==================== block 1
File: src/rtl/fetch_pkg.sv
// Shared types and constants for the instruction-fetch front end.
package fetch_pkg;

    typedef enum logic [1:0] {
        S_IDLE,
        S_REQ,
        S_HOLD
    } fetch_state_t;

    localparam int unsigned PC_STEP       = 4;
    localparam logic [31:0] PC_RESET_ADDR = 32'h0000_0000;

endpackage

File: src/rtl/single_adder.sv
// Plain N-bit adder; the sum wraps modulo 2^N and no carry is produced.
module single_adder #(
    parameter int N = 32
) (
    input  logic [N-1:0] a,
    input  logic [N-1:0] b,
    output logic [N-1:0] sum
);

    assign sum = a + b;

endmodule

File: src/rtl/pc_fetch_stage.sv
// PC register and single-outstanding-request fetch controller feeding decode.
// Optional macro FETCH_ALIGN_CHECK_EN: word-align branch targets and flag misaligned ones.
module pc_fetch_stage
    import fetch_pkg::*;
#(
    parameter int          N          = 32,
    parameter logic [N-1:0] RESET_ADDR = PC_RESET_ADDR,
    parameter int unsigned STEP       = PC_STEP
) (
    input  logic         clk,
    input  logic         rst,
    input  logic         en,
    input  logic         branch_taken,
    input  logic [N-1:0] branch_target,
    output logic         imem_req,
    output logic [N-1:0] imem_addr,
    input  logic         imem_ack,
    input  logic [N-1:0] imem_rdata,
    output logic [N-1:0] instr,
    output logic [N-1:0] instr_pc,
    output logic         instr_valid,
    input  logic         instr_ready
`ifdef FETCH_ALIGN_CHECK_EN
    ,
    output logic         misalign_err
`endif
);

    localparam logic [N-1:0] STEP_VEC = N'(STEP);

    fetch_state_t state;
    logic [N-1:0] pc;
    logic [N-1:0] pc_next;
    logic [N-1:0] branch_pc;

    single_adder #(
        .N(N)
    ) u_pc_adder (
        .a  (pc),
        .b  (STEP_VEC),
        .sum(pc_next)
    );

`ifdef FETCH_ALIGN_CHECK_EN
    assign branch_pc = {branch_target[N-1:2], 2'b00};
`else
    assign branch_pc = branch_target;
`endif

    assign imem_addr = pc;

    // A branch overrides everything but reset: it flushes the held instruction
    // and drops any response arriving in the same cycle.
    always_ff @(posedge clk or negedge rst) begin
        if (!rst) begin
            state       <= S_IDLE;
            pc          <= RESET_ADDR;
            imem_req    <= 1'b0;
            instr       <= '0;
            instr_pc    <= '0;
            instr_valid <= 1'b0;
`ifdef FETCH_ALIGN_CHECK_EN
            misalign_err <= 1'b0;
`endif
        end else begin
`ifdef FETCH_ALIGN_CHECK_EN
            misalign_err <= branch_taken && (branch_target[1:0] != 2'b00);
`endif
            if (branch_taken) begin
                pc          <= branch_pc;
                instr_valid <= 1'b0;
                state       <= en ? S_REQ : S_IDLE;
                imem_req    <= en;
            end else begin
                case (state)
                    S_IDLE: begin
                        if (en) begin
                            state    <= S_REQ;
                            imem_req <= 1'b1;
                        end
                    end
                    S_REQ: begin
                        if (imem_ack) begin
                            instr       <= imem_rdata;
                            instr_pc    <= pc;
                            instr_valid <= 1'b1;
                            pc          <= pc_next;
                            state       <= S_HOLD;
                            imem_req    <= 1'b0;
                        end
                    end
                    S_HOLD: begin
                        if (instr_ready) begin
                            instr_valid <= 1'b0;
                            state       <= en ? S_REQ : S_IDLE;
                            imem_req    <= en;
                        end
                    end
                    default: begin
                        state    <= S_IDLE;
                        imem_req <= 1'b0;
                    end
                endcase
            end
        end
    end

endmodule
File: config.mk
export PLATFORM = sky130hd
export DESIGN_NAME = pc_fetch_stage
export DESIGN_NICKNAME = d
export VERILOG_FILES = /design/src/rtl/fetch_pkg.sv /design/src/rtl/single_adder.sv /design/src/rtl/pc_fetch_stage.sv
export SDC_FILE = /design/constraint.sdc
export NUM_CORES = 1
export LEC_CHECK = 0
export CORE_UTILIZATION = 30
export DETAILED_ROUTE_END_ITERATION = 12
export SETUP_SLACK_MARGIN = 0.5
export SYNTH_ARGS = -nofsm -noshare
export SYNTH_HDL_FRONTEND = slang
export SYNTH_SLANG_ARGS = --single-unit
File: constraint.sdc
create_clock -name clk -period 6.4 [get_ports clk]
set_clock_uncertainty 0.1 [all_clocks]
set_input_delay 1.28 -clock clk [delete_from_list [all_inputs] [get_ports clk]]
set_output_delay 1.28 -clock clk [all_outputs]
set_load 0.02 [all_outputs]
==================== block 2
==> src/rtl/carrier_loop_ctrl_if.sv <==
// carrier_loop_ctrl_if: sample strobe inputs and NCO control / dump outputs of the carrier loop
interface carrier_loop_ctrl_if #(parameter int ACC_W = 12);
  logic sample_en;
  logic sample_in;
  logic lo_sin;
  logic lo_cos;
  logic signed [ACC_W-1:0] i_dump;
  logic signed [ACC_W-1:0] q_dump;
  logic dump_valid;
  logic div_enable;
  logic [1:0] phase;
  logic sync;
  modport master (
    output sample_en, sample_in, lo_sin, lo_cos,
    input  i_dump, q_dump, dump_valid, div_enable, phase, sync
  );
  modport slave (
    input  sample_en, sample_in, lo_sin, lo_cos,
    output i_dump, q_dump, dump_valid, div_enable, phase, sync
  );
endinterface

==> src/rtl/carrier_loop_ctrl.sv <==
// carrier_loop_ctrl: I/Q integrate-and-dump with NCO phase/frequency steering
module carrier_loop_ctrl #(
  parameter int INT_LEN = 1023,
  parameter int ACC_W = 12,
  parameter int THRESH = 8
) (
  input logic clk,
  input logic rst,
  carrier_loop_ctrl_if.slave bus
);
  localparam int CW = $clog2(INT_LEN);
  localparam logic signed [ACC_W-1:0] MAX = ACC_W'((1 << (ACC_W - 1)) - 1);
  localparam logic signed [ACC_W-1:0] ONE = ACC_W'(1);
  localparam logic signed [ACC_W-1:0] TH = ACC_W'(THRESH);
  typedef enum logic [1:0] {S_SYNC, S_RUN, S_EVAL} state_t;
  state_t state;
  logic [CW-1:0] count;
  logic signed [ACC_W-1:0] i_acc, q_acc, i_nxt, q_nxt, i_abs, q_abs;
  logic same, last, take;
  // saturating +/-1 step of each accumulator and magnitude/sign of the last dump
  always_comb begin
    i_nxt = (bus.sample_in == bus.lo_sin) ? ((i_acc == MAX) ? i_acc : i_acc + ONE)
                                          : ((i_acc == -MAX) ? i_acc : i_acc - ONE);
    q_nxt = (bus.sample_in == bus.lo_cos) ? ((q_acc == MAX) ? q_acc : q_acc + ONE)
                                          : ((q_acc == -MAX) ? q_acc : q_acc - ONE);
    i_abs = bus.i_dump[ACC_W-1] ? -bus.i_dump : bus.i_dump;
    q_abs = bus.q_dump[ACC_W-1] ? -bus.q_dump : bus.q_dump;
    same = bus.i_dump[ACC_W-1] == bus.q_dump[ACC_W-1];
    last = count == CW'(INT_LEN - 1);
    take = bus.sample_en && state != S_SYNC;
  end
  // sync pulse, accumulate/dump on strobes, steer the NCO one cycle after each dump
  always_ff @(posedge clk) begin
    if (rst) begin
      state <= S_SYNC;
      count <= '0;
      i_acc <= '0;
      q_acc <= '0;
      bus.i_dump <= '0;
      bus.q_dump <= '0;
      bus.dump_valid <= 1'b0;
      bus.div_enable <= 1'b0;
      bus.phase <= 2'd0;
      bus.sync <= 1'b0;
    end else begin
      bus.sync <= state == S_SYNC;
      bus.dump_valid <= take && last;
      state <= (take && last) ? S_EVAL : S_RUN;
      if (state == S_EVAL) begin
        bus.phase <= (q_abs > i_abs) ? bus.phase + (same ? 2'd1 : 2'd3) : bus.phase;
        bus.div_enable <= (q_abs > TH) && same;
      end
      if (take) begin
        count <= last ? '0 : count + 1'b1;
        i_acc <= last ? '0 : i_nxt;
        q_acc <= last ? '0 : q_nxt;
        if (last) begin
          bus.i_dump <= i_nxt;
          bus.q_dump <= q_nxt;
        end
      end
    end
  end
endmodule

==> src/flat_wrapper.sv <==
// flat-port wrapper written by rule: the top's interface ports become plain ports
module carrier_loop_ctrl_flat 
#(
  parameter int INT_LEN = 1023,
  parameter int ACC_W = 12,
  parameter int THRESH = 8
)
  (clk, rst, bus_sample_en, bus_sample_in, bus_lo_sin, bus_lo_cos, bus_i_dump, bus_q_dump, bus_dump_valid, bus_div_enable, bus_phase, bus_sync);
  carrier_loop_ctrl_if #(.ACC_W(ACC_W)) bus_i ();
  input logic clk;
  input logic rst;
  input wire logic [$bits(bus_i.sample_en)-1:0] bus_sample_en;
  input wire logic [$bits(bus_i.sample_in)-1:0] bus_sample_in;
  input wire logic [$bits(bus_i.lo_sin)-1:0] bus_lo_sin;
  input wire logic [$bits(bus_i.lo_cos)-1:0] bus_lo_cos;
  output wire logic [$bits(bus_i.i_dump)-1:0] bus_i_dump;
  output wire logic [$bits(bus_i.q_dump)-1:0] bus_q_dump;
  output wire logic [$bits(bus_i.dump_valid)-1:0] bus_dump_valid;
  output wire logic [$bits(bus_i.div_enable)-1:0] bus_div_enable;
  output wire logic [$bits(bus_i.phase)-1:0] bus_phase;
  output wire logic [$bits(bus_i.sync)-1:0] bus_sync;
  assign bus_i.sample_en = bus_sample_en;
  assign bus_i.sample_in = bus_sample_in;
  assign bus_i.lo_sin = bus_lo_sin;
  assign bus_i.lo_cos = bus_lo_cos;
  assign bus_i_dump = bus_i.i_dump;
  assign bus_q_dump = bus_i.q_dump;
  assign bus_dump_valid = bus_i.dump_valid;
  assign bus_div_enable = bus_i.div_enable;
  assign bus_phase = bus_i.phase;
  assign bus_sync = bus_i.sync;
  carrier_loop_ctrl #(.INT_LEN(INT_LEN), .ACC_W(ACC_W), .THRESH(THRESH)) u_core (.clk(clk), .rst(rst), .bus(bus_i));
endmodule
==> config.mk <==
export PLATFORM = sky130hd
export DESIGN_NAME = carrier_loop_ctrl_flat
export DESIGN_NICKNAME = d
export VERILOG_FILES = /design/src/rtl/carrier_loop_ctrl_if.sv /design/src/rtl/carrier_loop_ctrl.sv /design/src/flat_wrapper.sv
export SDC_FILE = /design/constraint.sdc
export NUM_CORES = 1
export LEC_CHECK = 0
export ABC_AREA = 1
export ABC_CLOCK_PERIOD_IN_PS = 3730
export CAP_MARGIN = 20
export CORE_MARGIN = 2
export CORE_UTILIZATION = 57
export CTS_CLUSTER_DIAMETER = 120
export DETAILED_ROUTE_END_ITERATION = 6
export PLACE_DENSITY = 0.89
export SLEW_MARGIN = 20
export SYNTH_ARGS = -nofsm -noshare
export SYNTH_HDL_FRONTEND = slang
export SYNTH_SLANG_ARGS = --single-unit
==> constraint.sdc <==
create_clock -name clk -period 3.73 [get_ports clk]
set_clock_uncertainty 0.1 [all_clocks]
set_input_delay 0.746 -clock clk [delete_from_list [all_inputs] [get_ports clk]]
set_output_delay 0.746 -clock clk [all_outputs]
set_load 0.03 [all_outputs]
Figure 1. Power grid (block 1).
(3 px per um) Pins as bars on the die edge.
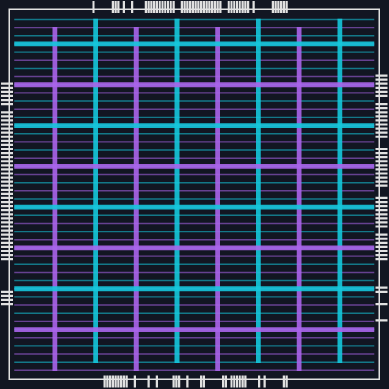
purple -> VSS
cyan -> VDD
signal pins = 168
rows = 43
met4 straps = 8
Core Region: 14000 um2
VDD IR max: 205 uV
die height: 123 um
Die Wd: 123 um

Figure 2. Clock distribution (block 1).
(2 px per um)
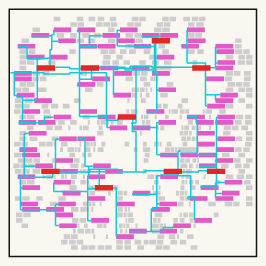
red -> cells driving clock nets  # count 9
cyan -> clock wires  # length 1300 um
magenta -> flip-flops  # count 100
flops lie = spread over the die
clock power share: 0.274
Clock Latency Late Sink: 0.35 ns
clk pwr: 0.000592 W

==> notes.md, block 1 <==
impl run done, here's what came out: status=complete, no violations, most frequent logic cells in the routed design=clkdlybuf4s50_1 (166), dfrtp_1 (100), mux2_2 (66), nand2_1 (29), o21ai_0 (18), crit path capture type=register, post-layout minimum cycle time=3.79 ns, most frequent cells after synthesis=dfrtp_1 (100), mux2_2 (66), nand2_1 (29), final-layout fill cell count=~1300, Reg2Reg Depth=4, hold depth=1, OpenROAD warning count=26, Flops=100, Final setup viols=0, Pwr Density=331 nW/um2, top routing layer used=met4, critical path depth in cells=5, clock sink count=100, Cell Area, Synth=around 4400 um2, FF-to-FF End=instr_pc[10]$_DFFE_PN0P_, ANT nets after route=0, ys flops=100, MUX share of area=0.172
Figure 3. Power grid (block 2).
(4 px per um) Pins as bars on the die edge.
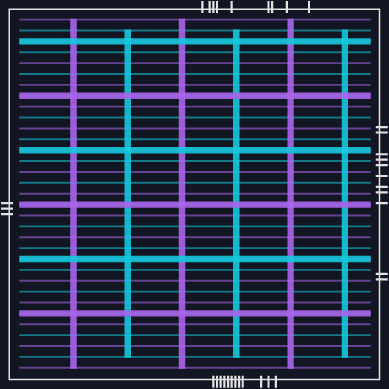
purple -> VSS
cyan -> VDD
rows = 32
met4 straps = 6
met5 straps = 6
met1 rails = 33
signal pins = 35

Figure 4. Gate-type map (block 2).
(3 px per um)
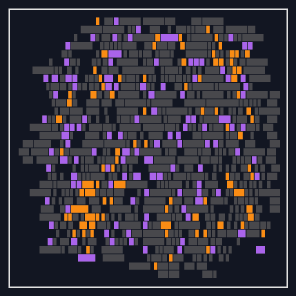
purple -> inverting AOI/OAI gates  # cells 111, most used a21oi_1
orange -> NOR gates  # cells 87, most used nor2_1
most frequent logic cell in the layout: nand2_1
fraction of area in multi-input gates: 0.537

==> notes.md, block 2 <==
impl run done, here's what came out: syn avg cell area=6.64 um2, Internal=0.00120 W, ANT nets after route=0, CP top delay family=simple AND/OR/NAND/NOR gates, VDD IR max=~220 uV, clock power share=0.395, Biggest consumer=registers, Final setup viols=0, GR peak layer=met2, first-pass GRT wire length=18.6 mm, DR WL/cell=14.0 um, Clock Tree Root=clkbuf_8, vias in the first global route=between 4000 and 5000, FF-to-FF setup slack=1.09 ns, crit path capture type=register, min-delay src=u_core.bus.phase[0]$_SDFFE_PP0P_, most frequent CP cell=nand2_1, sw frac=0.308, top cell category=logic gates, GRT overflow=0, clock sink count=approximately 64, via-per-instance ratio=5.65, chip footprint=8490 um2, clk_buf instances=9, status=complete, no violations, met3 GRT Util=0.0320, # Cells Yosys=roughly 670, CTS buffer count=9


## Gallery

Metal layers overlaid.
(4 px per um)
Plate I
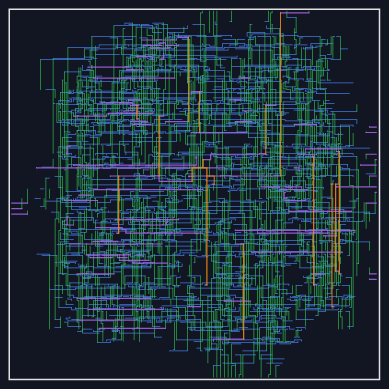
Plate II
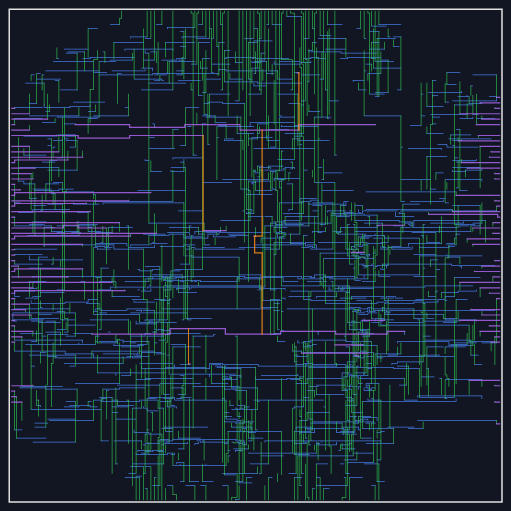
| from | picture |
|---|---|
| block 2 | Plate I |
| block 1 | Plate II |
- largest die: Plate II

Key to Plate II:
green -> met2  # wire length 5380 um
purple -> met3  # wire length 929 um
blue -> met1  # wire length 4870 um
orange -> met4  # wire length 102 um

Power and IR drop assume default switching activity.
